=== module_fetch_sequencer ===
Figure 1. Ports around the boundary (module_fetch_sequencer).
Pins as bars across the die edge, other pins in gray.
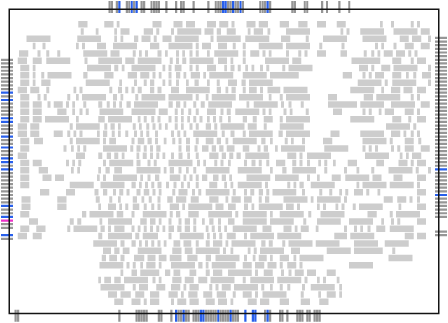

==> src/rtl/core_pkg.sv <==
// Shared fetch definitions: sequencer state encoding, PC alignment and step.
package core_pkg;

    typedef enum logic [1:0] {
        REQ  = 2'd0,
        WAIT = 2'd1,
        DROP = 2'd2
    } fetch_state_e;

    localparam logic [31:0] INSTR_ALIGN_MASK = 32'hFFFF_FFFC;
    localparam logic [31:0] PC_STEP          = 32'd4;

    // Force an address onto a 32-bit instruction boundary.
    function automatic logic [31:0] align_pc(input logic [31:0] addr);
        return addr & INSTR_ALIGN_MASK;
    endfunction

endpackage

==> src/rtl/module_fetch_buffer.sv <==
// Single-entry instruction buffer between fetch and decode.
// Flush beats load, load beats consume.
module module_fetch_buffer
    import core_pkg::*;
(
    input  logic        clock,
    input  logic        reset,
    input  logic        i_load,
    input  logic [31:0] i_load_instr,
    input  logic [31:0] i_load_pc,
    input  logic        i_consume,
    input  logic        i_flush,
    output logic        o_valid,
    output logic [31:0] o_instr,
    output logic [31:0] o_instr_pc
);

    logic        r_valid;
    logic [31:0] r_instr;
    logic [31:0] r_instr_pc;

    // Buffer entry: capture a returned instruction, drop it on flush or hand-off.
    always_ff @(posedge clock or posedge reset) begin
        if (reset) begin
            r_valid    <= 1'b0;
            r_instr    <= 32'h0000_0000;
            r_instr_pc <= 32'h0000_0000;
        end else if (i_flush) begin
            r_valid    <= 1'b0;
        end else if (i_load) begin
            r_valid    <= 1'b1;
            r_instr    <= i_load_instr;
            r_instr_pc <= i_load_pc;
        end else if (i_consume) begin
            r_valid    <= 1'b0;
        end else begin
            r_valid    <= r_valid;
        end
    end

    assign o_valid    = r_valid;
    assign o_instr    = r_instr;
    assign o_instr_pc = r_instr_pc;

endmodule

==> src/rtl/module_fetch_sequencer.sv <==
// Instruction fetch sequencer: owns the PC, keeps at most one request
// outstanding to instruction memory and discards responses made stale
// by an execute-stage redirect.
module module_fetch_sequencer
    import core_pkg::*;
#(
    parameter logic [31:0] RESET_ADDR = 32'h0000_0000
) (
    input  logic        clock,
    input  logic        reset,
    input  logic        redirect,
    input  logic [31:0] redirect_addr,
    input  logic        decode_ready,
    input  logic        imem_gnt,
    input  logic        imem_rvalid,
    input  logic [31:0] imem_rdata,
    output logic        imem_req,
    output logic [31:0] imem_addr,
    output logic        instr_valid,
    output logic [31:0] instr,
    output logic [31:0] instr_pc,
    output logic [31:0] pc
);

    fetch_state_e r_state;
    fetch_state_e w_state_next;
    logic [31:0]  r_pc;
    logic [31:0]  w_pc_next;
    logic [31:0]  r_inflight_pc;
    logic [31:0]  w_inflight_pc_next;
    logic         w_req;
    logic         w_load;
    logic         w_buf_valid;

    // A request only goes out when the buffer will be free to take its result,
    // and never in a redirect cycle since the PC is about to change.
    assign w_req = (r_state == REQ) && (!w_buf_valid || decode_ready)
                   && !redirect && !reset;

    // State, PC and in-flight address registers.
    always_ff @(posedge clock or posedge reset) begin
        if (reset) begin
            r_state       <= REQ;
            r_pc          <= align_pc(RESET_ADDR);
            r_inflight_pc <= 32'h0000_0000;
        end else begin
            r_state       <= w_state_next;
            r_pc          <= w_pc_next;
            r_inflight_pc <= w_inflight_pc_next;
        end
    end

    // Next-state logic; a redirect in WAIT either discards the simultaneous
    // response or moves to DROP to swallow the one still in flight.
    always_comb begin
        w_state_next       = r_state;
        w_load             = 1'b0;
        w_inflight_pc_next = r_inflight_pc;
        case (r_state)
            REQ: begin
                if (w_req && imem_gnt) begin
                    w_state_next       = WAIT;
                    w_inflight_pc_next = r_pc;
                end else begin
                    w_state_next       = REQ;
                end
            end
            WAIT: begin
                if (redirect) begin
                    w_state_next = imem_rvalid ? REQ : DROP;
                end else if (imem_rvalid) begin
                    w_state_next = REQ;
                    w_load       = 1'b1;
                end else begin
                    w_state_next = WAIT;
                end
            end
            DROP: begin
                if (imem_rvalid) begin
                    w_state_next = REQ;
                end else begin
                    w_state_next = DROP;
                end
            end
            default: begin
                w_state_next = REQ;
            end
        endcase
    end

    // PC update: redirect overrides sequential advance; the add wraps naturally.
    always_comb begin
        w_pc_next = r_pc;
        if (redirect) begin
            w_pc_next = align_pc(redirect_addr);
        end else if (w_load) begin
            w_pc_next = r_pc + PC_STEP;
        end else begin
            w_pc_next = r_pc;
        end
    end

    module_fetch_buffer u_buffer (
        .clock        (clock),
        .reset        (reset),
        .i_load       (w_load),
        .i_load_instr (imem_rdata),
        .i_load_pc    (r_inflight_pc),
        .i_consume    (decode_ready),
        .i_flush      (redirect),
        .o_valid      (w_buf_valid),
        .o_instr      (instr),
        .o_instr_pc   (instr_pc)
    );

    assign imem_req    = w_req;
    assign imem_addr   = r_pc;
    assign pc          = r_pc;
    assign instr_valid = w_buf_valid;

endmodule
==> config.mk <==
export PLATFORM = sky130hd
export DESIGN_NAME = module_fetch_sequencer
export DESIGN_NICKNAME = d
export VERILOG_FILES = /design/src/rtl/core_pkg.sv /design/src/rtl/module_fetch_buffer.sv /design/src/rtl/module_fetch_sequencer.sv
export SDC_FILE = /design/constraint.sdc
export NUM_CORES = 1
export LEC_CHECK = 0
export ABC_AREA = 1
export CELL_PAD_IN_SITES_DETAIL_PLACEMENT = 1
export CELL_PAD_IN_SITES_GLOBAL_PLACEMENT = 1
export CORE_ASPECT_RATIO = 0.7
export CORE_MARGIN = 2
export CORE_UTILIZATION = 36
export CTS_CLUSTER_DIAMETER = 50
export DETAILED_ROUTE_END_ITERATION = 10
export PLACE_DENSITY = 0.95
export SETUP_SLACK_MARGIN = 0.4
export SYNTH_ARGS = -nofsm -noshare
export SYNTH_HDL_FRONTEND = slang
export SYNTH_SLANG_ARGS = --single-unit
==> constraint.sdc <==
create_clock -name clock -period 13 [get_ports clock]
set_input_delay 2.6 -clock clock [delete_from_list [all_inputs] [get_ports clock]]
set_output_delay 2.6 -clock clock [all_outputs]
set_load 0.05 [all_outputs]
=== branch_unit ===
File: src/rtl/branch_pkg.sv
// Shared encodings for the branch unit: next-PC select values and 2-bit
// saturating history counter states, plus the counter update function.
package branch_pkg;

    typedef enum logic [1:0] {
        NPC_SEQ = 2'd0,
        NPC_BR  = 2'd1,
        NPC_J   = 2'd2,
        NPC_JR  = 2'd3
    } npc_sel_e;

    localparam logic [1:0] CTR_SNT = 2'b00;
    localparam logic [1:0] CTR_WNT = 2'b01;
    localparam logic [1:0] CTR_WT  = 2'b10;
    localparam logic [1:0] CTR_ST  = 2'b11;

    function automatic logic [1:0] ctr_next(input logic [1:0] ctr, input logic taken);
        logic [1:0] nxt;
        nxt = ctr;
        if (taken) begin
            if (ctr != CTR_ST) nxt = ctr + 2'd1;
        end else begin
            if (ctr != CTR_SNT) nxt = ctr - 2'd1;
        end
        return nxt;
    endfunction

endpackage

File: src/rtl/bht_table.sv
// Branch history table of 2-bit saturating counters: one async read port and
// one read-modify-write update port; reset loads every entry as weakly not-taken.
module bht_table
    import branch_pkg::*;
#(
    parameter int DEPTH = 16,
    parameter int IDX_W = $clog2(DEPTH)
) (
    input  logic             clk,
    input  logic             reset,
    input  logic [IDX_W-1:0] rd_idx,
    output logic [1:0]       rd_ctr,
    input  logic             wr_en,
    input  logic [IDX_W-1:0] wr_idx,
    input  logic             wr_taken
);

    logic [1:0] ctr_q [DEPTH];
    logic [1:0] ctr_d [DEPTH];

    always_comb begin
        ctr_d = ctr_q;
        if (wr_en) ctr_d[wr_idx] = ctr_next(ctr_q[wr_idx], wr_taken);
    end

    always_ff @(posedge clk or posedge reset) begin
        if (reset) begin
            for (int i = 0; i < DEPTH; i++) ctr_q[i] <= CTR_WNT;
        end else begin
            ctr_q <= ctr_d;
        end
    end

    // Reads see the registered value, so a same-cycle update shows up next cycle.
    assign rd_ctr = ctr_q[rd_idx];

endmodule

File: src/rtl/branch_unit.sv
// Decode-stage branch resolution with a fetch-stage predictor and mispredict counter.
// Define BRANCH_UNIT_BHT_EN to build the history table; otherwise prediction is static not-taken.
module branch_unit
    import branch_pkg::*;
#(
    parameter int PC_W      = 32,
    parameter int COND_N    = 4,
    parameter int BHT_DEPTH = 16,
    parameter int CNT_W     = 16
) (
    input  logic              clk,
    input  logic              reset,
    input  logic              stall,
    input  logic [PC_W-1:0]   if_pc,
    output logic              pred_taken,
    input  logic              id_valid,
    input  logic [PC_W-1:0]   id_pc,
    input  logic              id_pred,
    input  logic [COND_N-1:0] br_type,
    input  logic [COND_N-1:0] cond_met,
    input  logic              j,
    input  logic              jr,
    input  logic              link_req,
    output logic [1:0]        npc_sel,
    output logic              link,
    output logic              flush,
    output logic [CNT_W-1:0]  miss_cnt
);

    localparam int IDX_W = $clog2(BHT_DEPTH);

    logic             is_branch;
    logic             taken;
    npc_sel_e         npc_sel_c;
    logic [CNT_W-1:0] miss_cnt_q;
    logic [CNT_W-1:0] miss_cnt_d;

    assign is_branch = id_valid && (br_type != '0);
    assign taken     = id_valid && ((br_type & cond_met) != '0);

    // Jumps outrank a simultaneously flagged conditional branch.
    always_comb begin
        npc_sel_c = NPC_SEQ;
        if (id_valid && jr)     npc_sel_c = NPC_JR;
        else if (id_valid && j) npc_sel_c = NPC_J;
        else if (taken)         npc_sel_c = NPC_BR;
    end

    assign npc_sel = npc_sel_c;
    assign link    = id_valid && link_req && (j || jr || taken);
    assign flush   = (is_branch && (taken != id_pred)) ||
                     (id_valid && (j || jr) && !id_pred);

    always_comb begin
        miss_cnt_d = miss_cnt_q;
        if (!stall && flush && (miss_cnt_q != '1)) miss_cnt_d = miss_cnt_q + 1'b1;
    end

    always_ff @(posedge clk or posedge reset) begin
        if (reset) miss_cnt_q <= '0;
        else       miss_cnt_q <= miss_cnt_d;
    end

    assign miss_cnt = miss_cnt_q;

`ifdef BRANCH_UNIT_BHT_EN
    logic [1:0] rd_ctr;
    logic       unused_pc_bits;

    bht_table #(
        .DEPTH (BHT_DEPTH),
        .IDX_W (IDX_W)
    ) u_bht (
        .clk      (clk),
        .reset    (reset),
        .rd_idx   (if_pc[IDX_W+1:2]),
        .rd_ctr   (rd_ctr),
        .wr_en    (!stall && is_branch),
        .wr_idx   (id_pc[IDX_W+1:2]),
        .wr_taken (taken)
    );

    assign pred_taken     = rd_ctr[1];
    assign unused_pc_bits = ^{if_pc[PC_W-1:IDX_W+2], if_pc[1:0],
                              id_pc[PC_W-1:IDX_W+2], id_pc[1:0], rd_ctr[0]};
`else
    logic unused_pc_bits;

    assign pred_taken     = 1'b0;
    assign unused_pc_bits = ^{if_pc, id_pc};
`endif

endmodule

File: config.mk
export PLATFORM = sky130hd
export DESIGN_NAME = branch_unit
export DESIGN_NICKNAME = d
export VERILOG_FILES = /design/src/rtl/branch_pkg.sv /design/src/rtl/bht_table.sv /design/src/rtl/branch_unit.sv
export SDC_FILE = /design/constraint.sdc
export NUM_CORES = 1
export LEC_CHECK = 0
export ABC_AREA = 1
export ABC_CLOCK_PERIOD_IN_PS = 1600
export CORE_ASPECT_RATIO = 1.2
export CORE_MARGIN = 1.5
export CORE_UTILIZATION = 29
export DETAILED_ROUTE_END_ITERATION = 7
export HOLD_SLACK_MARGIN = 0.05
export PLACE_DENSITY = 0.77
export SLEW_MARGIN = 20
export SYNTH_ARGS = -nofsm -noshare
export SYNTH_HDL_FRONTEND = slang
export SYNTH_SLANG_ARGS = --single-unit
File: constraint.sdc
create_clock -name clk -period 1.6 [get_ports clk]
set_clock_uncertainty 0.15 [all_clocks]
set_input_delay 0.32 -clock clk [delete_from_list [all_inputs] [get_ports clk]]
set_output_delay 0.32 -clock clk [all_outputs]
set_load 0.005 [all_outputs]
=== mole_field ===
[src/rtl/mole_field.sv]
// mole_field: multi-mole LED field for the whack-a-mole game.
// Keeps up to MAX_ACTIVE lit moles, each with its own lifetime countdown.
// Each cycle it resolves spawn requests, player hits, wrong presses and
// expiries, and keeps saturating hit/miss tallies.
//
// Ports:
//   clk, rst      clock, synchronous active-high reset
//   tick          lifetime time-base enable (one-cycle pulse)
//   spawn_valid   request to light slot spawn_idx
//   spawn_idx     requested slot
//   hit           player press pulses, one bit per slot
//   leds          registered lit-slot map
//   active_count  popcount of leds
//   spawn_accept  registered pulse: spawn taken
//   spawn_reject  registered pulse: spawn refused
//   hit_pulse     registered pulse: at least one mole hit
//   wrong_pulse   registered pulse: press on an unlit slot
//   miss_pulse    registered pulse: at least one mole expired
//   hit_count     saturating hit tally
//   miss_count    saturating miss tally (expiries + wrong presses)
module mole_field #(
  parameter int N_LEDS     = 18,
  parameter int IDX_W      = 5,
  parameter int MAX_ACTIVE = 3,
  parameter int LIFE_W     = 4,
  parameter int LIFETIME   = 10,
  parameter int CNT_W      = 8
) (
  input  logic              clk,
  input  logic              rst,
  input  logic              tick,
  input  logic              spawn_valid,
  input  logic [IDX_W-1:0]  spawn_idx,
  input  logic [N_LEDS-1:0] hit,
  output logic [N_LEDS-1:0] leds,
  output logic [IDX_W-1:0]  active_count,
  output logic              spawn_accept,
  output logic              spawn_reject,
  output logic              hit_pulse,
  output logic              wrong_pulse,
  output logic              miss_pulse,
  output logic [CNT_W-1:0]  hit_count,
  output logic [CNT_W-1:0]  miss_count
);

  // 7 bits hold any popcount of up to 32 slots, and the sum of two
  // disjoint popcounts (wrong presses + expiries) as well.
  localparam int PC_W  = 7;
  localparam int SUM_W = CNT_W + PC_W;

  function automatic logic [PC_W-1:0] popcount(input logic [N_LEDS-1:0] v);
    logic [PC_W-1:0] c;
    c = '0;
    for (int unsigned i = 0; i < N_LEDS; i++) c = c + PC_W'(v[i]);
    return c;
  endfunction

  function automatic logic [CNT_W-1:0] sat_add(input logic [CNT_W-1:0] a,
                                               input logic [PC_W-1:0]  b);
    logic [SUM_W-1:0] s;
    s = SUM_W'(a) + SUM_W'(b);
    if (|s[SUM_W-1:CNT_W]) return '1;
    return s[CNT_W-1:0];
  endfunction

  logic [N_LEDS-1:0] active;
  logic [LIFE_W-1:0] life [N_LEDS];

  logic [N_LEDS-1:0] next_active;
  logic [LIFE_W-1:0] next_life [N_LEDS];
  logic [N_LEDS-1:0] hit_mask, wrong_mask, expire_mask;
  logic [PC_W-1:0]   cur_count;
  logic              slot_busy, in_range, accept;

  assign leds = active;

  always_comb begin
    cur_count = popcount(active);
    slot_busy = 1'b0;
    for (int unsigned i = 0; i < N_LEDS; i++)
      if (spawn_idx == IDX_W'(i)) slot_busy = active[i];
    in_range = int'(spawn_idx) < N_LEDS;
    // Occupancy limit uses the count at cycle start: slots freed this
    // cycle only become available on the next one.
    accept = spawn_valid && in_range && !slot_busy &&
             (cur_count < PC_W'(MAX_ACTIVE));

    hit_mask    = hit & active;
    wrong_mask  = hit & ~active;
    expire_mask = '0;
    next_life   = life;
    // A hit slot is excluded from expiry so a simultaneous hit wins.
    for (int unsigned i = 0; i < N_LEDS; i++) begin
      if (tick && active[i] && !hit[i]) begin
        if (life[i] == LIFE_W'(1)) expire_mask[i] = 1'b1;
        else                       next_life[i]   = life[i] - LIFE_W'(1);
      end
    end

    next_active = active & ~hit_mask & ~expire_mask;
    for (int unsigned i = 0; i < N_LEDS; i++) begin
      if (accept && spawn_idx == IDX_W'(i)) begin
        next_active[i] = 1'b1;
        next_life[i]   = LIFE_W'(LIFETIME);
      end
    end
  end

  always_ff @(posedge clk) begin
    if (rst) begin
      active <= '0;
      for (int unsigned i = 0; i < N_LEDS; i++) life[i] <= '0;
      active_count <= '0;
      spawn_accept <= 1'b0;
      spawn_reject <= 1'b0;
      hit_pulse    <= 1'b0;
      wrong_pulse  <= 1'b0;
      miss_pulse   <= 1'b0;
      hit_count    <= '0;
      miss_count   <= '0;
    end else begin
      active       <= next_active;
      life         <= next_life;
      active_count <= IDX_W'(popcount(next_active));
      spawn_accept <= accept;
      spawn_reject <= spawn_valid && !accept;
      hit_pulse    <= |hit_mask;
      wrong_pulse  <= |wrong_mask;
      miss_pulse   <= |expire_mask;
      hit_count    <= sat_add(hit_count, popcount(hit_mask));
      miss_count   <= sat_add(miss_count,
                              popcount(wrong_mask) + popcount(expire_mask));
    end
  end

endmodule
[config.mk]
export PLATFORM = sky130hd
export DESIGN_NAME = mole_field
export DESIGN_NICKNAME = d
export VERILOG_FILES = /design/src/rtl/mole_field.sv
export SDC_FILE = /design/constraint.sdc
export NUM_CORES = 1
export LEC_CHECK = 0
export CORE_MARGIN = 8
export CORE_UTILIZATION = 54
export DETAILED_ROUTE_END_ITERATION = 6
export GPL_TIMING_DRIVEN = 0
export PLACE_DENSITY_LB_ADDON = 0.25
export REMOVE_ABC_BUFFERS = 1
export SLEW_MARGIN = 25
export SYNTH_ARGS = -nofsm -noshare
export SYNTH_HDL_FRONTEND = slang
export SYNTH_SLANG_ARGS = --single-unit
[constraint.sdc]
create_clock -name clk -period 8.3 [get_ports clk]
set_input_delay 1.66 -clock clk [delete_from_list [all_inputs] [get_ports clk]]
set_output_delay 1.66 -clock clk [all_outputs]
set_load 0.02 [all_outputs]

## Gallery

Placed cells, one color a class.
picture 1
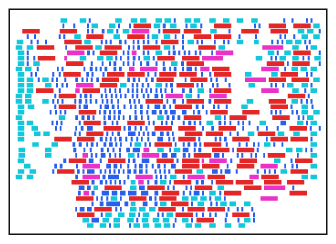
picture 2
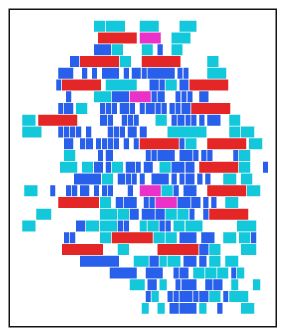
picture 3
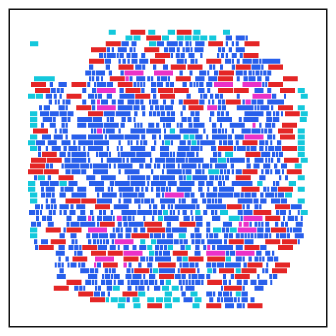
- highest utilization: picture 3
- fewest sequential cells: picture 2
- module_fetch_sequencer = picture 1
- mole_field = picture 3
- branch_unit = picture 2

Key to picture 1:
| class | color | cells | share of their area |
|---|---|---|---|
| registers | red | 125 | 38% |
| remaining buffers and delay cells | cyan | 195 | 24% |
| clock drivers and dummy loads | magenta | 32 | 7.8% |
| remaining logic cells | blue | 580 | 31% |

Figure 2. Wiring by layer (branch_unit).
Two of the layers only.
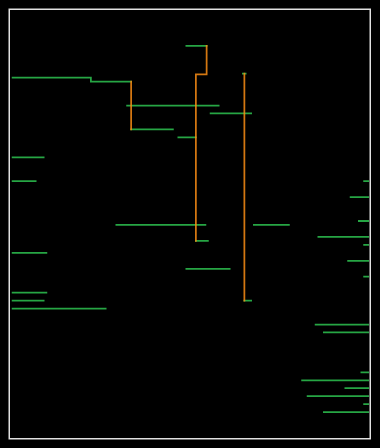
| layer | color | wire length |
|---|---|---|
| M4 | orange | 82.1 um |
| M3 | green | 201 um |

==> reports/metrics.cfg, branch_unit <==
[run_status]
violations = setup timing
status = finished, violations left

[power_and_ir_drop]
power.leakage_nw = 1.195
switching_share = 0.3186
combPwrFrac = 0.398
ir_drop_uv = 375.7
switchingPower_uw = 460.3

[worst_setup_path]
critPathMaxStageDelay_ns = 0.36

[synth]
yosys.area_share.simple = 0.4826
ys_sh_aoi = 0.03056
ys_seq_frac = 0.3372
fp_nets = 258

[clock_network]
cts_tree = built
clkLatencyLatePin_ns = 0.26

[sta]
fin_crit_sh = 1.059
rsz0062_at_grt = true
worst_slack_ns = -0.09409
setup_viol_count_final = 15

[layout]
fin_nets = 339
layout_top_cell = nand2_1

[detailed_routing]
drt_iter0_markers = 88

[floorplan]
num_rows = 25
initCoreUtil = 0.3013

[global_routing]
top_usage_layer = met2
grt.met2_usage = 0.3073

[placed_design]
hpwlAfterDp_mm = 2.471

[branch_unit: worst min path at each step]
stage | from | end
floorplan | reset | miss_cnt[10]
global placement | miss_cnt[15] | miss_cnt[15]
detailed placement | miss_cnt[15] | miss_cnt[15]
CTS | reset | miss_cnt[15]
global route | reset | miss_cnt[7]
finish | reset | miss_cnt[7]
[branch_unit: final cells by class]
class	count	area, um^2	share of cell area
tap	54	67.56	0.03257
clock buffer	4	55.05	0.02654
timing repair buffer	80	689.4	0.3323
sequential	16	405.4	0.1954
multi-input combinational	140	793.3	0.3824
inverter	17	63.81	0.03076
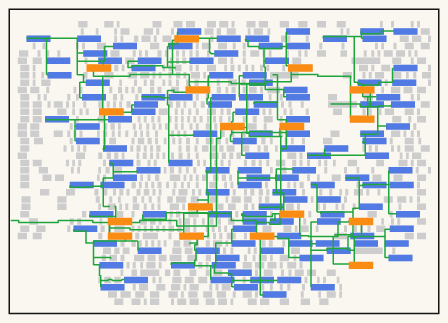
Figure 3: module_fetch_sequencer, routed clock nets over the placement.
[flip-flops] blue | count: 125
[clock-net drivers] orange | count: 17
[clock wires] green | length: 1780 um
flops lie: widely spread

About Figure 1:
| port | color | pins | direction | edge |
|---|---|---|---|---|
| `pc` | blue | 32 | output | 12 left, 10 bottom, 8 top, 2 right |
| `clock` | magenta | 1 | input | left |
all pins by edge: 53 bottom, 52 right, 49 left, 46 top

==> reports/metrics.cfg, module_fetch_sequencer <==
[detailed_routing]
drc = 0
wl_met2_mm = 9.766
drt-met1-wl_mm = 9.481
vias = 5741

[worst_setup_path]
rr_startpoint = r_state[1]
cp_num_cells = 5
worst-r2r-setup-slack_ns = 10.32
rr_endpoint = imem_addr[10]
cpMostUsedCell = clkdlybuf4s50_1
worstSetupPathType = in -> out

[clock_network]
numCtsBuffers = 17
cts_tree = built
cts_max_level = 4

[sta]
skew_ns = 0.006654
rsz0062_at_grt = false
hold_viol = 0
hold_ws_ns = 0.4713

[floorplan]
initCoreUtil = 0.3707
core_um2 = 16400
num_rows = 39
ios = 200
taps = 225

[layout]
n_clock_buffer = 20
buffers = 195
design.seq.count = 125
flop_area_um2 = 3128
fin_nets = 990
num_antenna_cells = 1
largest_class = flip-flops and latches
area_share_nonclk_buffers = 0.2277
drive_gt1_frac = 0.07082

[synth]
yosysWarnings = 0
edf_count = 0
logic_family = simple AND/OR/NAND/NOR gates
ys_ff = 125
ys_sh_xor = 0.01009
yosys.area_share.simple = 0.3073

[run_status]
status = completed

module_fetch_sequencer: where the power goes:
part           internal, mW  switching [mW]
logic                 0.205           0.447
clock network         0.333           0.183
registers             0.484          0.0724
total                  1.02           0.702
module_fetch_sequencer: worst reg2reg max path, cell delays in order, from the launching register on:
cell and delay (ns):
dfrtp_1 0.39, inv_2 0.10, nand2_2 0.08, nor2_4 0.20
nand2_2 0.06, buf_4 0.36, inv_2 0.48, buf_4 0.56
nand2_1 0.16, o221ai_1 0.20
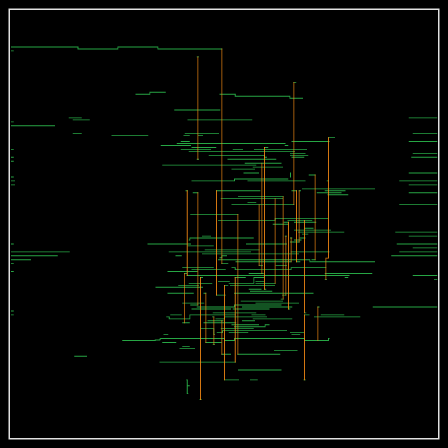
Figure 4: mole_field, wiring by layer.
Two of the layers only.
| layer | color | wire length |
|---|---|---|
| M3 | green | 2040 um |
| M4 | orange | 882 um |

==> reports/metrics.cfg, mole_field <==
[run_status]
status = finished, violations left
violations = setup timing

[sta]
worst_slack_ns = -0.04450
fin_crit_sh = 1.005
hold_ws_ns = 0.5659
setup_viol_count_final = 2
finalCriticalPeriod_ns = 8.344
tns_ns = -0.06232

[run]
warnings = 49

[layout]
seq_area_frac = 0.2102
fin_nets = 1343
fin_cells = 1404
largest_reg_flops = 72
synthToLayoutAreaGrowth_pct = 19.44
drive_gt1_frac = 0.1035
final_cell_area_um2 = 11190
design.seq.count = 116

[detailed_routing]
drt_pass1_iterations = 5
drt-met1-wl_mm = 11.15

[placed_design]
placed_cell_area_um2 = 10280
portBuffers = 70
pre_cts_slack_ns = -1.047

[global_routing]
grt.met2_usage = 0.3961
grt_usage = 0.2426
use_met3 = 0.05197
grt_pass1_vias = 8123

[synth]
edf_count = 0
yosys-top-cells-count = inv_1, dfxtp_1, nand2_1, ha_1, a21oi_1
ys_chip_area_um2 = 9373
avgSynthCellArea_um2 = 8.615
top_area_cell = dfxtp_1
synthMuxAreaShare = 0.01175
top_cell = inv_1
topCellsByArea = dfxtp_1, fa_1, ha_1, inv_1, a21oi_1
synth.distinct_cells = 63

[power_and_ir_drop]
p_per_area_nw_per_um2 = 170.6
power.total_mw = 1.910

[clock_network]
post_cts_resized = 44
clkLatencyLatePin_ns = 0.42
post_cts_buffers = 17
cts_root_buffer = clkbuf_16

[worst_setup_path]
crit_arrival_ns = 8.68
path_delay_family = adder cells
cp_num_cells = 28
crit_slowest_cell = fa_1

[floorplan]
ios = 71

[worst_hold_path]
worstHoldEndpoint = life[21]

## mole_field: worst register-to-register path, delay by kind of cell (launching register included)
kind	cells	cell delay (ns)
AOI/OAI and AO/OA	4	0.61
and+or+nand+nor	3	0.79
DFF	1	0.35
muxes	1	0.13
buffers and inverters	6	0.33
adders and majority gates	14	6.06
## mole_field: report_power, final
| part | switching (mW) | internal [mW] | total [mW] |
|---|---|---|---|
| Combinational | 0.380 | 0.295 | 0.675 |
| Clock | 0.268 | 0.380 | 0.649 |
| Sequential | 0.0116 | 0.575 | 0.586 |
| Total | 0.660 | 1.25 | 1.91 |

=== oam_dma ===
Figure 5. Routed clock nets over the placement (oam_dma).
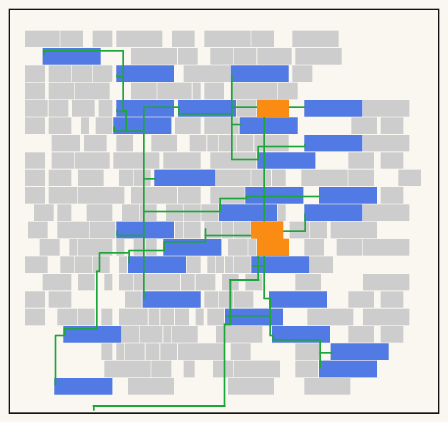

File: src/rtl/oam_dma.sv
// oam_dma: sprite-attribute DMA engine.
//
// A CPU write to 16'h4014 in IDLE latches a source page and halts the CPU.
// The engine then copies 256 bytes from {page, 8'h00}..{page, 8'hFF} to the
// fixed sink address 16'h2004. Each byte takes one READ cycle and one WRITE cycle.
//
// Optional feature, selected by macro OAM_DMA_ODD_ALIGN_EN:
//   When the macro is defined, a free-running parity toggle exists. A HALT
//   cycle entered on odd parity inserts one extra ALIGN cycle before the
//   first READ. When the macro is undefined, HALT always goes straight to READ.
//
// Ports:
//   clk_ph1      in   system clock, rising-edge active
//   rst          in   asynchronous active-low reset
//   cpu_addr     in   CPU address bus [15:0]
//   cpu_data_out in   CPU write data [7:0]
//   cpu_we       in   CPU write strobe
//   bus_data_in  in   memory read data for dma_addr [7:0]
//   cpu_rdy      out  1 = CPU may advance (IDLE only)
//   dma_active   out  1 = DMA owns the bus (any non-IDLE state)
//   dma_addr     out  DMA bus address [15:0]
//   dma_data_out out  byte captured in the last READ [7:0]
//   dma_we       out  DMA write strobe (WRITE only)
module oam_dma (
    input  logic        clk_ph1,
    input  logic        rst,
    input  logic [15:0] cpu_addr,
    input  logic [7:0]  cpu_data_out,
    input  logic        cpu_we,
    input  logic [7:0]  bus_data_in,
    output logic        cpu_rdy,
    output logic        dma_active,
    output logic [15:0] dma_addr,
    output logic [7:0]  dma_data_out,
    output logic        dma_we
);

    localparam logic [15:0] TrigAddr = 16'h4014;
    localparam logic [15:0] SinkAddr = 16'h2004;

    typedef enum logic [2:0] {
        StIdle,
        StHalt,
        StAlign,
        StRead,
        StWrite
    } state_e;

    state_e     state_q, state_d;
    logic [7:0] page_q, page_d;
    logic [7:0] idx_q, idx_d;
    logic [7:0] data_q, data_d;
    logic       trigger;

    assign trigger = cpu_we && (cpu_addr == TrigAddr);

`ifdef OAM_DMA_ODD_ALIGN_EN
    logic parity_q;

    // Free-running cycle parity. It is not gated by state.
    always_ff @(posedge clk_ph1 or negedge rst) begin
        if (!rst) begin
            parity_q <= 1'b0;
        end else begin
            parity_q <= ~parity_q;
        end
    end
`endif

    always_ff @(posedge clk_ph1 or negedge rst) begin
        if (!rst) begin
            state_q <= StIdle;
            page_q  <= 8'h00;
            idx_q   <= 8'h00;
            data_q  <= 8'h00;
        end else begin
            state_q <= state_d;
            page_q  <= page_d;
            idx_q   <= idx_d;
            data_q  <= data_d;
        end
    end

    always_comb begin
        state_d    = state_q;
        page_d     = page_q;
        idx_d      = idx_q;
        data_d     = data_q;
        cpu_rdy    = 1'b0;
        dma_active = 1'b1;
        dma_addr   = 16'h0000;
        dma_we     = 1'b0;

        case (state_q)
            StIdle: begin
                cpu_rdy    = 1'b1;
                dma_active = 1'b0;
                if (trigger) begin
                    state_d = StHalt;
                    page_d  = cpu_data_out;
                    idx_d   = 8'h00;
                end
            end
            StHalt: begin
`ifdef OAM_DMA_ODD_ALIGN_EN
                state_d = parity_q ? StAlign : StRead;
`else
                state_d = StRead;
`endif
            end
`ifdef OAM_DMA_ODD_ALIGN_EN
            StAlign: begin
                state_d = StRead;
            end
`endif
            StRead: begin
                // idx stays 8 bits wide, so the address never carries into the page byte.
                dma_addr = {page_q, idx_q};
                data_d   = bus_data_in;
                state_d  = StWrite;
            end
            StWrite: begin
                dma_addr = SinkAddr;
                dma_we   = 1'b1;
                idx_d    = idx_q + 8'd1;
                state_d  = (idx_q == 8'hFF) ? StIdle : StRead;
            end
            default: begin
                state_d = StIdle;
            end
        endcase
    end

    assign dma_data_out = data_q;

endmodule

File: config.mk
export PLATFORM = sky130hd
export DESIGN_NAME = oam_dma
export DESIGN_NICKNAME = d
export VERILOG_FILES = /design/src/rtl/oam_dma.sv
export SDC_FILE = /design/constraint.sdc
export NUM_CORES = 1
export LEC_CHECK = 0
export CAP_MARGIN = 20
export CORE_AREA = 2 2 65 61
export CTS_CLUSTER_SIZE = 14
export DETAILED_ROUTE_END_ITERATION = 12
export DIE_AREA = 0 0 67 63
export PLACE_DENSITY_LB_ADDON = 0.3
export SLEW_MARGIN = 25
export SYNTH_ARGS = -nofsm -noshare
export SYNTH_HDL_FRONTEND = slang
export SYNTH_SLANG_ARGS = --single-unit
File: constraint.sdc
create_clock -name clk_ph1 -period 2.05 [get_ports clk_ph1]
set_clock_uncertainty 0.2 [all_clocks]
set_input_delay 0.41 -clock clk_ph1 [delete_from_list [all_inputs] [get_ports clk_ph1]]
set_output_delay 0.41 -clock clk_ph1 [all_outputs]
set_load 0.1 [all_outputs]
=== gf64_pow_engine ===
## config.mk

```make
export PLATFORM = sky130hd
export DESIGN_NAME = gf64_pow_engine
export DESIGN_NICKNAME = d
export VERILOG_FILES = /design/src/rtl/gf64_pkg.sv /design/src/rtl/gf64_lane_step.sv /design/src/rtl/gf64_pow_engine.sv
export SDC_FILE = /design/constraint.sdc
export NUM_CORES = 1
export LEC_CHECK = 0
export CAP_MARGIN = 0
export CELL_PAD_IN_SITES_DETAIL_PLACEMENT = 1
export CELL_PAD_IN_SITES_GLOBAL_PLACEMENT = 1
export CORE_MARGIN = 2
export CORE_UTILIZATION = 43
export CTS_CLUSTER_DIAMETER = 200
export DETAILED_ROUTE_END_ITERATION = 8
export HOLD_SLACK_MARGIN = 0.02
export PLACE_DENSITY = 0.77
export SYNTH_ARGS = -nofsm -noshare
export SYNTH_HDL_FRONTEND = slang
export SYNTH_SLANG_ARGS = --single-unit
```

## constraint.sdc

```tcl
create_clock -name i_clk -period 2.55 [get_ports i_clk]
set_clock_uncertainty 0.05 [all_clocks]
set_input_delay 0.255 -clock i_clk [delete_from_list [all_inputs] [get_ports i_clk]]
set_output_delay 0.255 -clock i_clk [all_outputs]
set_load 0.02 [all_outputs]
```

## src/rtl/gf64_pkg.sv

```systemverilog
// GF(2^6) arithmetic (polynomial basis, P(z) = z^6 + z + 1) and shared types
// for the power-map engine.
package gf64_pkg;

  localparam int unsigned GF_W    = 6;
  localparam logic [6:0]  GF_POLY = 7'h43;

  typedef enum logic [1:0] {
    StIdle = 2'd0,
    StRun  = 2'd1,
    StDone = 2'd2
  } state_e;

  // LSB position of a lane inside a packed multi-lane word.
  function automatic int unsigned lane_lsb(input int unsigned lane);
    return lane * GF_W;
  endfunction

  // Shift-and-add product, reducing by P after every shift.
  function automatic logic [GF_W-1:0] gf64_mul(input logic [GF_W-1:0] a,
                                               input logic [GF_W-1:0] b);
    logic [GF_W-1:0] p;
    logic [GF_W-1:0] aa;
    p  = '0;
    aa = a;
    for (int i = 0; i < GF_W; i++) begin
      if (b[i]) p = p ^ aa;
      aa = aa[GF_W-1] ? ({aa[GF_W-2:0], 1'b0} ^ GF_POLY[GF_W-1:0])
                      : {aa[GF_W-2:0], 1'b0};
    end
    return p;
  endfunction

  // Squaring is linear: z^6 = z+1, z^8 = z^3+z^2, z^10 = z^5+z^4.
  function automatic logic [GF_W-1:0] gf64_sq(input logic [GF_W-1:0] a);
    return {a[5], a[2] ^ a[5], a[4], a[1] ^ a[4], a[3], a[0] ^ a[3]};
  endfunction

endpackage

```

## src/rtl/gf64_lane_step.sv

```systemverilog
// One square-and-multiply step for a single lane:
// next = bit ? sq(acc) * base : sq(acc).
module gf64_lane_step
  import gf64_pkg::*;
(
  input  logic [GF_W-1:0] i_acc,
  input  logic [GF_W-1:0] i_base,
  input  logic            i_bit,
  output logic [GF_W-1:0] o_next_acc
);

  logic [GF_W-1:0] w_sq;

  assign w_sq       = gf64_sq(i_acc);
  assign o_next_acc = i_bit ? gf64_mul(w_sq, i_base) : w_sq;

endmodule

```

## src/rtl/gf64_pow_engine.sv

```systemverilog
// Multi-lane GF(2^6) power engine: y = x^e via left-to-right square-and-multiply,
// one exponent bit per cycle, with valid/ready handshakes on both sides.
module gf64_pow_engine
  import gf64_pkg::*;
#(
  parameter int unsigned LANES = 4,
  parameter int unsigned EXP_W = 6
) (
  input  logic                  i_clk,
  input  logic                  i_rst,
  input  logic                  i_in_valid,
  output logic                  o_in_ready,
  input  logic [GF_W*LANES-1:0] i_in_data,
  input  logic [EXP_W-1:0]      i_in_exp,
  output logic                  o_out_valid,
  input  logic                  i_out_ready,
  output logic [GF_W*LANES-1:0] o_out_data,
  output logic                  o_busy
);

  localparam int unsigned KW = (EXP_W > 1) ? $clog2(EXP_W) : 1;
  localparam int unsigned DW = GF_W * LANES;

  state_e           r_state;
  state_e           w_state_next;
  logic [DW-1:0]    r_acc;
  logic [DW-1:0]    r_base;
  logic [DW-1:0]    r_out_data;
  logic [DW-1:0]    w_next_acc;
  logic [EXP_W-1:0] r_exp;
  logic [KW-1:0]    r_k;
  logic             w_bit;

  assign w_bit = |(r_exp & (EXP_W'(1) << r_k));

  for (genvar g = 0; g < LANES; g++) begin : g_lane
    gf64_lane_step u_step (
      .i_acc      (r_acc[lane_lsb(g) +: GF_W]),
      .i_base     (r_base[lane_lsb(g) +: GF_W]),
      .i_bit      (w_bit),
      .o_next_acc (w_next_acc[lane_lsb(g) +: GF_W])
    );
  end

  always_comb begin
    w_state_next = r_state;
    case (r_state)
      StIdle:  if (i_in_valid) w_state_next = StRun;
      StRun:   if (r_k == '0) w_state_next = StDone;
      StDone:  if (i_out_ready) w_state_next = StIdle;
      default: w_state_next = StIdle;
    endcase
  end

  always_ff @(posedge i_clk) begin
    if (i_rst) begin
      r_state    <= StIdle;
      r_acc      <= '0;
      r_base     <= '0;
      r_exp      <= '0;
      r_k        <= '0;
      r_out_data <= '0;
    end else begin
      r_state <= w_state_next;
      case (r_state)
        StIdle: begin
          if (i_in_valid) begin
            r_base <= i_in_data;
            r_exp  <= i_in_exp;
            r_k    <= KW'(EXP_W - 1);
            for (int unsigned i = 0; i < LANES; i++) begin
              r_acc[lane_lsb(i) +: GF_W] <= GF_W'(1);
            end
          end
        end
        StRun: begin
          r_acc <= w_next_acc;
          if (r_k == '0) r_out_data <= w_next_acc;
          else           r_k        <= r_k - 1'b1;
        end
        default: ;
      endcase
    end
  end

  assign o_in_ready  = (r_state == StIdle);
  assign o_out_valid = (r_state == StDone);
  assign o_busy      = (r_state != StIdle);
  assign o_out_data  = r_out_data;

endmodule

```

Figure 6. Wiring by layer (oam_dma).
Two of the layers only.
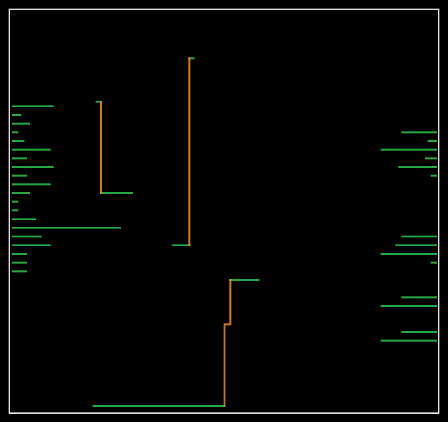
| layer | color | wire length |
|---|---|---|
| M4 | orange | 64.2 um |
| M3 | green | 179 um |

Notes on Figure 5 above:
[flip-flops] blue | count: 27
[clock-net drivers] orange | count: 3
[clock wires] green | length: 342 um
routed clock nets: 4

==> reports/metrics.cfg, oam_dma <==
[floorplan]
die_w_um = 67
die_y_um = 63
initCoreUtil = 0.3803
taps = 46

[run_status]
status = finished, violations left
violations = setup timing

[global_routing]
antenna_found_initial = 0
globalRoute.totalOverflow = 0
grt_pass1_wl_mm = 5.796

[layout]
fillCellCount = 249
final_cell_area_um2 = 2631
final_core_utilization = 0.7363
combGateArea_um2 = 759.5
num_antenna_cells = 0
area_share_nonclk_buffers = 0.4080

[worst_setup_path]
start_kind = flip-flop
crit_slowest_cell = dfrtp_1
critPathMaxStageDelay_ns = 0.42
worstSetupPathType = reg -> out
worst-r2r-setup-slack_ns = 0.14
endpoint_kind = output pin
reg2reg_depth = 6
cp_cell_sequence = inv_2 > and3_4 > buf_8 > and2_4 > buf_12

[clock_network]
post_cts_resized = 34
post_cts_buffers = 9
cts_buffer_depth = 2

[synth]
netlist.area_leader.share = 0.4972
yosys.area_share.simple = 0.2385
topCellsByArea = dfrtp_1, mux2_4, mux2_2, and2_1, nand2_1
synthMuxAreaShare = 0.1593
ys_seq_frac = 0.4972
syn_area_um2 = 1359
synthCells = 124

[detailed_routing]
viasPerCell = 5.032
drt-met1-wl_mm = 1.466
vias = 1273
top_layer = met4
wl_met2_mm = 2.180

[sta]
worst_pin_slew_ns = 0.3522
worst_slack_ns = -0.01467
hold_viol = 0
setup_viol_count_final = 9
hold_ws_ns = 0.2913

[placed_design]
dp.cells = 235
portBuffers = 61

[power_and_ir_drop]
pg_comb_uw = 182

[run]
warnings = 28

[oam_dma: registers in the layout, summed over array words and instances (netlist names)]
name,cells
page_q,8
idx_q,8
dma_data_out,8
state_q,3
[oam_dma: worst max-delay path by stage]
stage,start,to,slack (ns),depth (start not counted)
final,state_q[2],dma_addr[14],-0.01,5
after floorplan,state_q[2],dma_active,-0.50,2
after global routing,state_q[2],dma_addr[2],-0.05,6
after CTS,cpu_addr[10],page_q[1],0.008,7
after global placement,cpu_addr[11],page_q[3],-0.28,6
after detailed placement,cpu_addr[1],page_q[1],-0.40,6
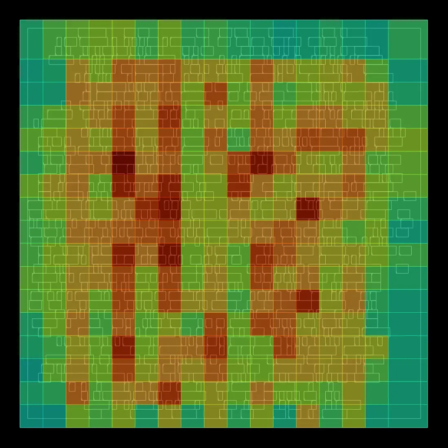
Figure 7: gf64_pow_engine, track usage over the die.
most crowded layer after global routing: met2
Core Util, Final: 0.5220
GRT Total Usage: 0.2533
drt wl/cell: 18.47 um

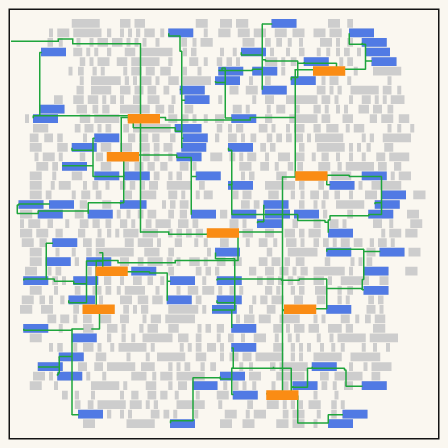
Figure 8: gf64_pow_engine, routed clock nets over the placement.
[flip-flops] blue | count: 83
[clock-net drivers] orange | count: 9
[clock wires] green | length: 1240 um
flops lie: widely spread

==> reports/metrics.cfg, gf64_pow_engine <==
[layout]
logic_gate_count = 597
comb_area_frac = 0.5593
layout_top_cell = nand2_1
seq_area_frac = 0.2318
fin_nets = 841
combGateArea_um2 = 4021
largest_class = logic gates
final_cell_area_um2 = 7189
area_share_nonclk_buffers = 0.1326
design.seq.count = 83
fin_cells = 985
flop_area_um2 = 1667
n_clock_buffer = 9
drive_gt1_frac = 0.1068

[worst_setup_path]
rr_endpoint = o_out_data[5]
worst-r2r-setup-slack_ns = 0.13
cp_num_cells = 11
crit_arrival_ns = 2.64
start_kind = flip-flop
rr_startpoint = r_k[0]
path_delay_family = AND-OR/OR-AND gates
cpMostUsedCell = buf_4
cp-endpoint = o_out_data[5]

[global_routing]
grt.met2_usage = 0.4319
grt_pass1_wl_mm = 29.37
use_met3 = 0.03511
grt_pass1_vias = 5766
antenna_found_initial = 0
grt_max_degree = 43

[worst_hold_path]
worstHoldEndpoint = r_acc[13]
hold_class = in -> reg

[synth]
logic_family = XOR/XNOR gates
ys_ff = 83
ys_sh_xor = 0.2322
ys_seq_frac = 0.2768
edf_count = 0
yosys_cells = 754
topCellsByArea = dfxtp_1, nand2_1, xnor3_1, a21oi_1, xnor2_1
top_cell = nand2_1
fp_nets = 793
synthFlopType = dfxtp_1

[floorplan]
initCoreUtil = 0.4358
num_rows = 43
taps = 180

[detailed_routing]
drt_pass1_iterations = 4
wl_met3_um = 694
drt-met1-wl_mm = 8.224
drc = 0
vias = 5441

[clock_network]
clk_pin_slew_ns = 0.07
cts_max_level = 3
clkLatencyLatePin_ns = 0.35
clock_sinks = 83

[sta]
hold_viol = 0
worst_slack_ns = 0.1283
slew-limit-headroom = 0.5335
fin_crit_sh = 0.9497
hold_ws_ns = 0.3467

[placed_design]
pre_cts_slack_ns = 0.02189

[power_and_ir_drop]
pg_comb_uw = 930
powerClk_mw = 1.40

[run_status]
status = completed

[gf64_pow_engine: what timing repair did]
item	4_1_cts	5_1_grt
hold endpoints to repair	0	0
hold buffers	0	0
resized	0	8
setup endpoints to repair	0	23
[gf64_pow_engine: cell families after synthesis]
logic type / after synthesis
DFF: 83
xor gates and xnor gates: 89
muxes: 20
AOI/OAI and AO/OA: 172
adders and majority gates: 5
buffers and inverters: 74
and+or+nand+nor: 311
[gf64_pow_engine: state kept, by name, summed over array words and instances (netlist names)]
register	cells
o_out_data	24
r_acc	24
r_base	24
r_exp	6
r_k	3
r_state	2

=== uart_rx_fifo ===
Figure 9. Routed clock nets over the placement (uart_rx_fifo).
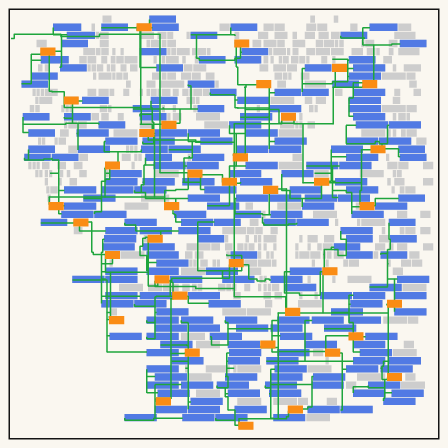
Figure 10. Ports around the boundary (uart_rx_fifo).
Pins as bars across the die edge, other pins in gray.
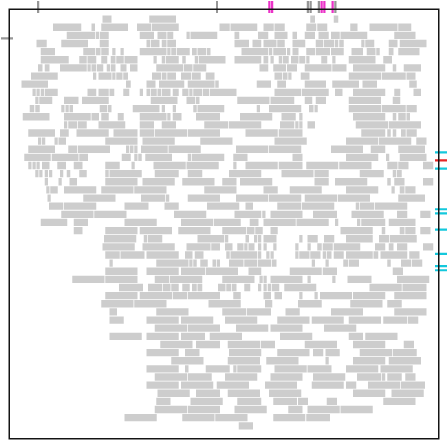
Figure 11. Track usage over the die (uart_rx_fifo).
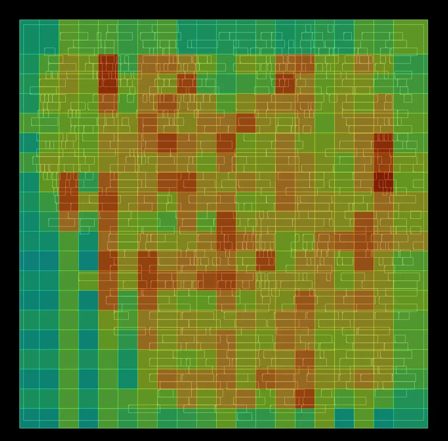
[config.mk]
export PLATFORM = sky130hd
export DESIGN_NAME = uart_rx_fifo
export DESIGN_NICKNAME = d
export VERILOG_FILES = /design/src/rtl/uart_rx_fifo.sv
export SDC_FILE = /design/constraint.sdc
export NUM_CORES = 1
export LEC_CHECK = 0
export CORE_UTILIZATION = 45
export CTS_BUF_LIST = sky130_fd_sc_hd__clkbuf_8
export CTS_CLUSTER_DIAMETER = 50
export DETAILED_ROUTE_END_ITERATION = 7
export PLACE_DENSITY = 0.59
export SLEW_MARGIN = 10
export SYNTH_ARGS = -nofsm -noshare
export SYNTH_HDL_FRONTEND = slang
export SYNTH_SLANG_ARGS = --single-unit
[constraint.sdc]
create_clock -name clk -period 3.25 [get_ports clk]
set_input_delay 0.975 -clock clk [delete_from_list [all_inputs] [get_ports clk]]
set_output_delay 0.975 -clock clk [all_outputs]
set_load 0.03 [all_outputs]
[src/rtl/uart_rx_fifo.sv]
// UART receiver with mid-bit sampling, optional parity and 1-2 stop bits, feeding a
// show-ahead FIFO of {parity_err, frame_err, data} words read over valid/ready.
module uart_rx_fifo #(
    parameter int unsigned CLOCK_RATE   = 25175000,
    parameter int unsigned BAUD_RATE    = 9600,
    parameter int unsigned COUNTER_SIZE = 12,
    parameter int unsigned DATA_BITS    = 8,
    parameter int unsigned PARITY       = 0,
    parameter int unsigned STOP_BITS    = 1,
    parameter int unsigned FIFO_DEPTH   = 16
) (
    input  logic                                 clk,
    input  logic                                 rst_n,
    input  logic                                 rx,
    output logic                                 out_valid,
    input  logic                                 out_ready,
    output logic [DATA_BITS-1:0]                 out_data,
    output logic                                 out_frame_err,
    output logic                                 out_parity_err,
    output logic                                 overrun,
    output logic [$clog2(FIFO_DEPTH+1)-1:0]      fifo_count
);

    localparam int unsigned BIT  = CLOCK_RATE / BAUD_RATE - 1;
    localparam int unsigned HALF = CLOCK_RATE / (2 * BAUD_RATE) - 1;
    localparam int unsigned CntW = $clog2(FIFO_DEPTH + 1);
    localparam int unsigned PtrW = $clog2(FIFO_DEPTH);
    localparam int unsigned IdxW = $clog2(DATA_BITS);
    localparam int unsigned EntW = DATA_BITS + 2;

    localparam logic [COUNTER_SIZE-1:0] CntBit   = COUNTER_SIZE'(BIT);
    localparam logic [COUNTER_SIZE-1:0] CntHalf  = COUNTER_SIZE'(HALF);
    localparam logic [IdxW-1:0]         LastIdx  = IdxW'(DATA_BITS - 1);
    localparam logic [CntW-1:0]         CntOne   = CntW'(1);
    localparam logic [CntW-1:0]         CntFull  = CntW'(FIFO_DEPTH);

    if ($clog2(BIT + 1) > COUNTER_SIZE || DATA_BITS < 5 || DATA_BITS > 9 || PARITY > 2 ||
        STOP_BITS < 1 || STOP_BITS > 2 || FIFO_DEPTH < 2 ||
        (FIFO_DEPTH & (FIFO_DEPTH - 1)) != 0) begin : g_param_check
        $error("uart_rx_fifo: illegal parameter combination");
    end

    // Input synchroniser plus one extra stage for falling-edge detection
    logic rx_meta, rs, rs_prev;

    always_ff @(posedge clk or negedge rst_n) begin
        if (!rst_n) begin
            rx_meta <= 1'b1;
            rs      <= 1'b1;
            rs_prev <= 1'b1;
        end else begin
            rx_meta <= rx;
            rs      <= rx_meta;
            rs_prev <= rs;
        end
    end

    typedef enum logic [2:0] {StIdle, StStart, StData, StParity, StStop} state_e;

    state_e                  state_q;
    logic [COUNTER_SIZE-1:0] cnt_q;
    logic [IdxW-1:0]         idx_q;
    logic [DATA_BITS-1:0]    data_q;
    logic                    perr_q, ferr_q, stop_idx_q;

    logic            bit_tick, stop_last, push;
    logic [EntW-1:0] push_word;

    assign bit_tick  = (cnt_q == CntBit);
    assign stop_last = (STOP_BITS == 1) ? 1'b1 : stop_idx_q;
    assign push      = (state_q == StStop) && bit_tick && stop_last;
    // The final stop sample is folded in combinationally so the word is pushed on that edge
    assign push_word = {perr_q, ferr_q | ~rs, data_q};

    always_ff @(posedge clk or negedge rst_n) begin
        if (!rst_n) begin
            state_q    <= StIdle;
            cnt_q      <= '0;
            idx_q      <= '0;
            data_q     <= '0;
            perr_q     <= 1'b0;
            ferr_q     <= 1'b0;
            stop_idx_q <= 1'b0;
        end else begin
            cnt_q <= cnt_q + 1'b1;
            case (state_q)
                StIdle: begin
                    cnt_q <= '0;
                    if (!rs && rs_prev) state_q <= StStart;
                end
                StStart: begin
                    if (cnt_q == CntHalf) begin
                        cnt_q <= '0;
                        if (rs) begin
                            state_q <= StIdle;
                        end else begin
                            state_q    <= StData;
                            idx_q      <= '0;
                            perr_q     <= 1'b0;
                            ferr_q     <= 1'b0;
                            stop_idx_q <= 1'b0;
                        end
                    end
                end
                StData: begin
                    if (bit_tick) begin
                        cnt_q  <= '0;
                        data_q <= {rs, data_q[DATA_BITS-1:1]};
                        idx_q  <= idx_q + 1'b1;
                        if (idx_q == LastIdx) state_q <= (PARITY != 0) ? StParity : StStop;
                    end
                end
                StParity: begin
                    if (bit_tick) begin
                        cnt_q   <= '0;
                        perr_q  <= ((^data_q) ^ rs) != (PARITY == 1);
                        state_q <= StStop;
                    end
                end
                StStop: begin
                    if (bit_tick) begin
                        cnt_q      <= '0;
                        ferr_q     <= ferr_q | ~rs;
                        stop_idx_q <= 1'b1;
                        if (stop_last) state_q <= StIdle;
                    end
                end
                default: state_q <= StIdle;
            endcase
        end
    end

    // FIFO with a registered head entry so the outputs hold while empty
    logic [EntW-1:0] mem [FIFO_DEPTH];
    logic [PtrW-1:0] wr_ptr_q, rd_ptr_q, rd_next;
    logic [CntW-1:0] count_q;
    logic [EntW-1:0] head_q, head_d;
    logic            pop, full, accept;

    assign out_valid = (count_q != '0);
    assign pop       = out_valid & out_ready;
    assign full      = (count_q == CntFull);
    assign accept    = push & (~full | pop);
    assign rd_next   = rd_ptr_q + 1'b1;

    always_ff @(posedge clk) begin
        if (accept) mem[wr_ptr_q] <= push_word;
    end

    always_comb begin
        head_d = head_q;
        if (pop && count_q > CntOne) begin
            head_d = mem[rd_next];
        end else if (accept && (count_q == '0 || pop)) begin
            head_d = push_word;
        end
    end

    always_ff @(posedge clk or negedge rst_n) begin
        if (!rst_n) begin
            wr_ptr_q <= '0;
            rd_ptr_q <= '0;
            count_q  <= '0;
            head_q   <= '0;
            overrun  <= 1'b0;
        end else begin
            head_q  <= head_d;
            overrun <= push & full & ~pop;
            if (accept) wr_ptr_q <= wr_ptr_q + 1'b1;
            if (pop)    rd_ptr_q <= rd_next;
            if (accept && !pop)      count_q <= count_q + 1'b1;
            else if (!accept && pop) count_q <= count_q - 1'b1;
        end
    end

    assign {out_parity_err, out_frame_err, out_data} = head_q;
    assign fifo_count = count_q;

endmodule

==> reports/metrics.cfg <==
[clock_network]
cts_buffer_depth = 3
cts_max_level = 2
clock_sinks = 215

[worst_hold_path]
worstHoldEndpoint = rs
worstHoldStart = rx_meta

[sta]
slew-limit-headroom = 0.5051
hold_viol = 0
rsz0062_at_grt = false
fin_crit_sh = 0.9177
tns_ns = 0
slew_viol_final = 0
skew_ns = 0.02546

[layout]
final_cell_area_um2 = 10340
fin_cells = 908
layout_top_cell = edfxtp_1
fin_nets = 635
synthToLayoutAreaGrowth_pct = 15.38

[worst_setup_path]
crit_slowest_cell = or4b_1
reg2reg_depth = 8
cp-endpoint = out_valid
rr_endpoint = mem[3][6]
worstSetupPathType = reg -> out

[detailed_routing]
routed_wl_mm = 18.71
drc = 0
drt-met1-wl_mm = 8.617
drt_pass1_iterations = 5

[global_routing]
use_met3 = 0.03890
use_met1 = 0.2877
grt_pass1_wl_mm = 29.24
top_usage_layer = met2

[power_and_ir_drop]
switchingPower_mw = 2.415
combPwrFrac = 0.281
switching_share = 0.3160

[run]
warnings = 34

[synth]
netlist.area_leader.share = 0.5361
topCellsByArea = edfxtp_1, dfrtp_1, mux4_2, nand2_1, mux2i_1
ys_seq_frac = 0.6901
ys_sh_adder = 0.02094

[floorplan]
core_um2 = 19460
num_rows = 51

[run_status]
status = completed

[placed_design]
dp.cells = 841

## Picture notes: Figure 9
[clock-net drivers] orange | count: 38
[flip-flops] blue | count: 215
[clock wires] green | length: 2690 um
flops lie: widely spread

## Picture notes: Figure 10
| port | color | pins | direction | edge |
|---|---|---|---|---|
| `fifo_count` | magenta | 5 | output | top |
| `out_parity_err` | red | 1 | output | right |
| `out_data` | cyan | 8 | output | right |
all pins by edge: 11 top, 9 right, 1 left

## Picture notes: Figure 11
GR Util met2: 0.2973
GRT Total Usage: 0.1967
Core Util, Final: 0.5313
drt wl/cell: 20.60 um

==> final cells by class <==
class	count	area, um^2
multi-input cells	300	2635
fillers	1581	9121
clock buffers	43	591.8
flip-flops and latches	215	6186
inverters	7	26.28
clock inverters	24	100.1
well taps	265	331.6
repair buffers	54	470.5
==> repair_timing <==
| action | CTS | global route |
|---|---|---|
| resized | 1 | 2 |
| pin swaps | 0 | 0 |
| setup endpoints to repair | 1 | 1 |


## Gallery

Track usage over the die.
panel A
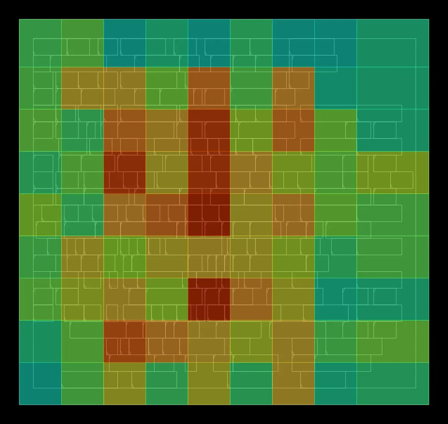
panel B
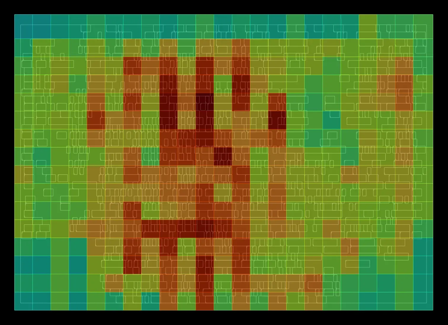
panel C
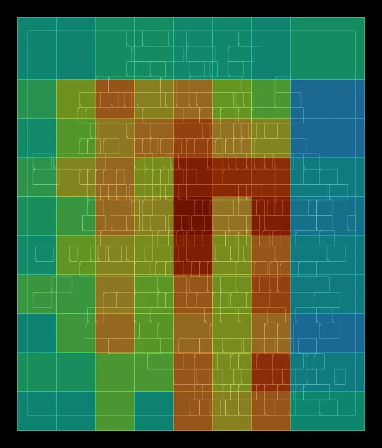
panel D
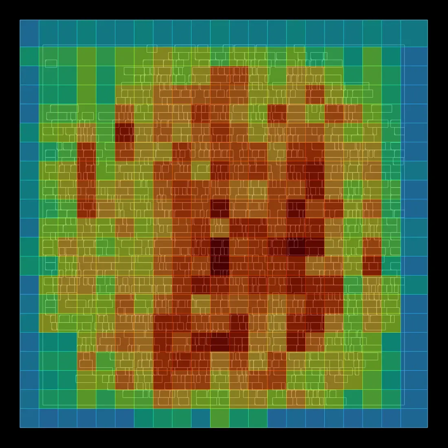
| from | picture |
|---|---|
| module_fetch_sequencer | panel B |
| oam_dma | panel A |
| mole_field | panel D |
| branch_unit | panel C |
Of these, least wire per cell: panel C

Power and IR drop assume default switching activity.
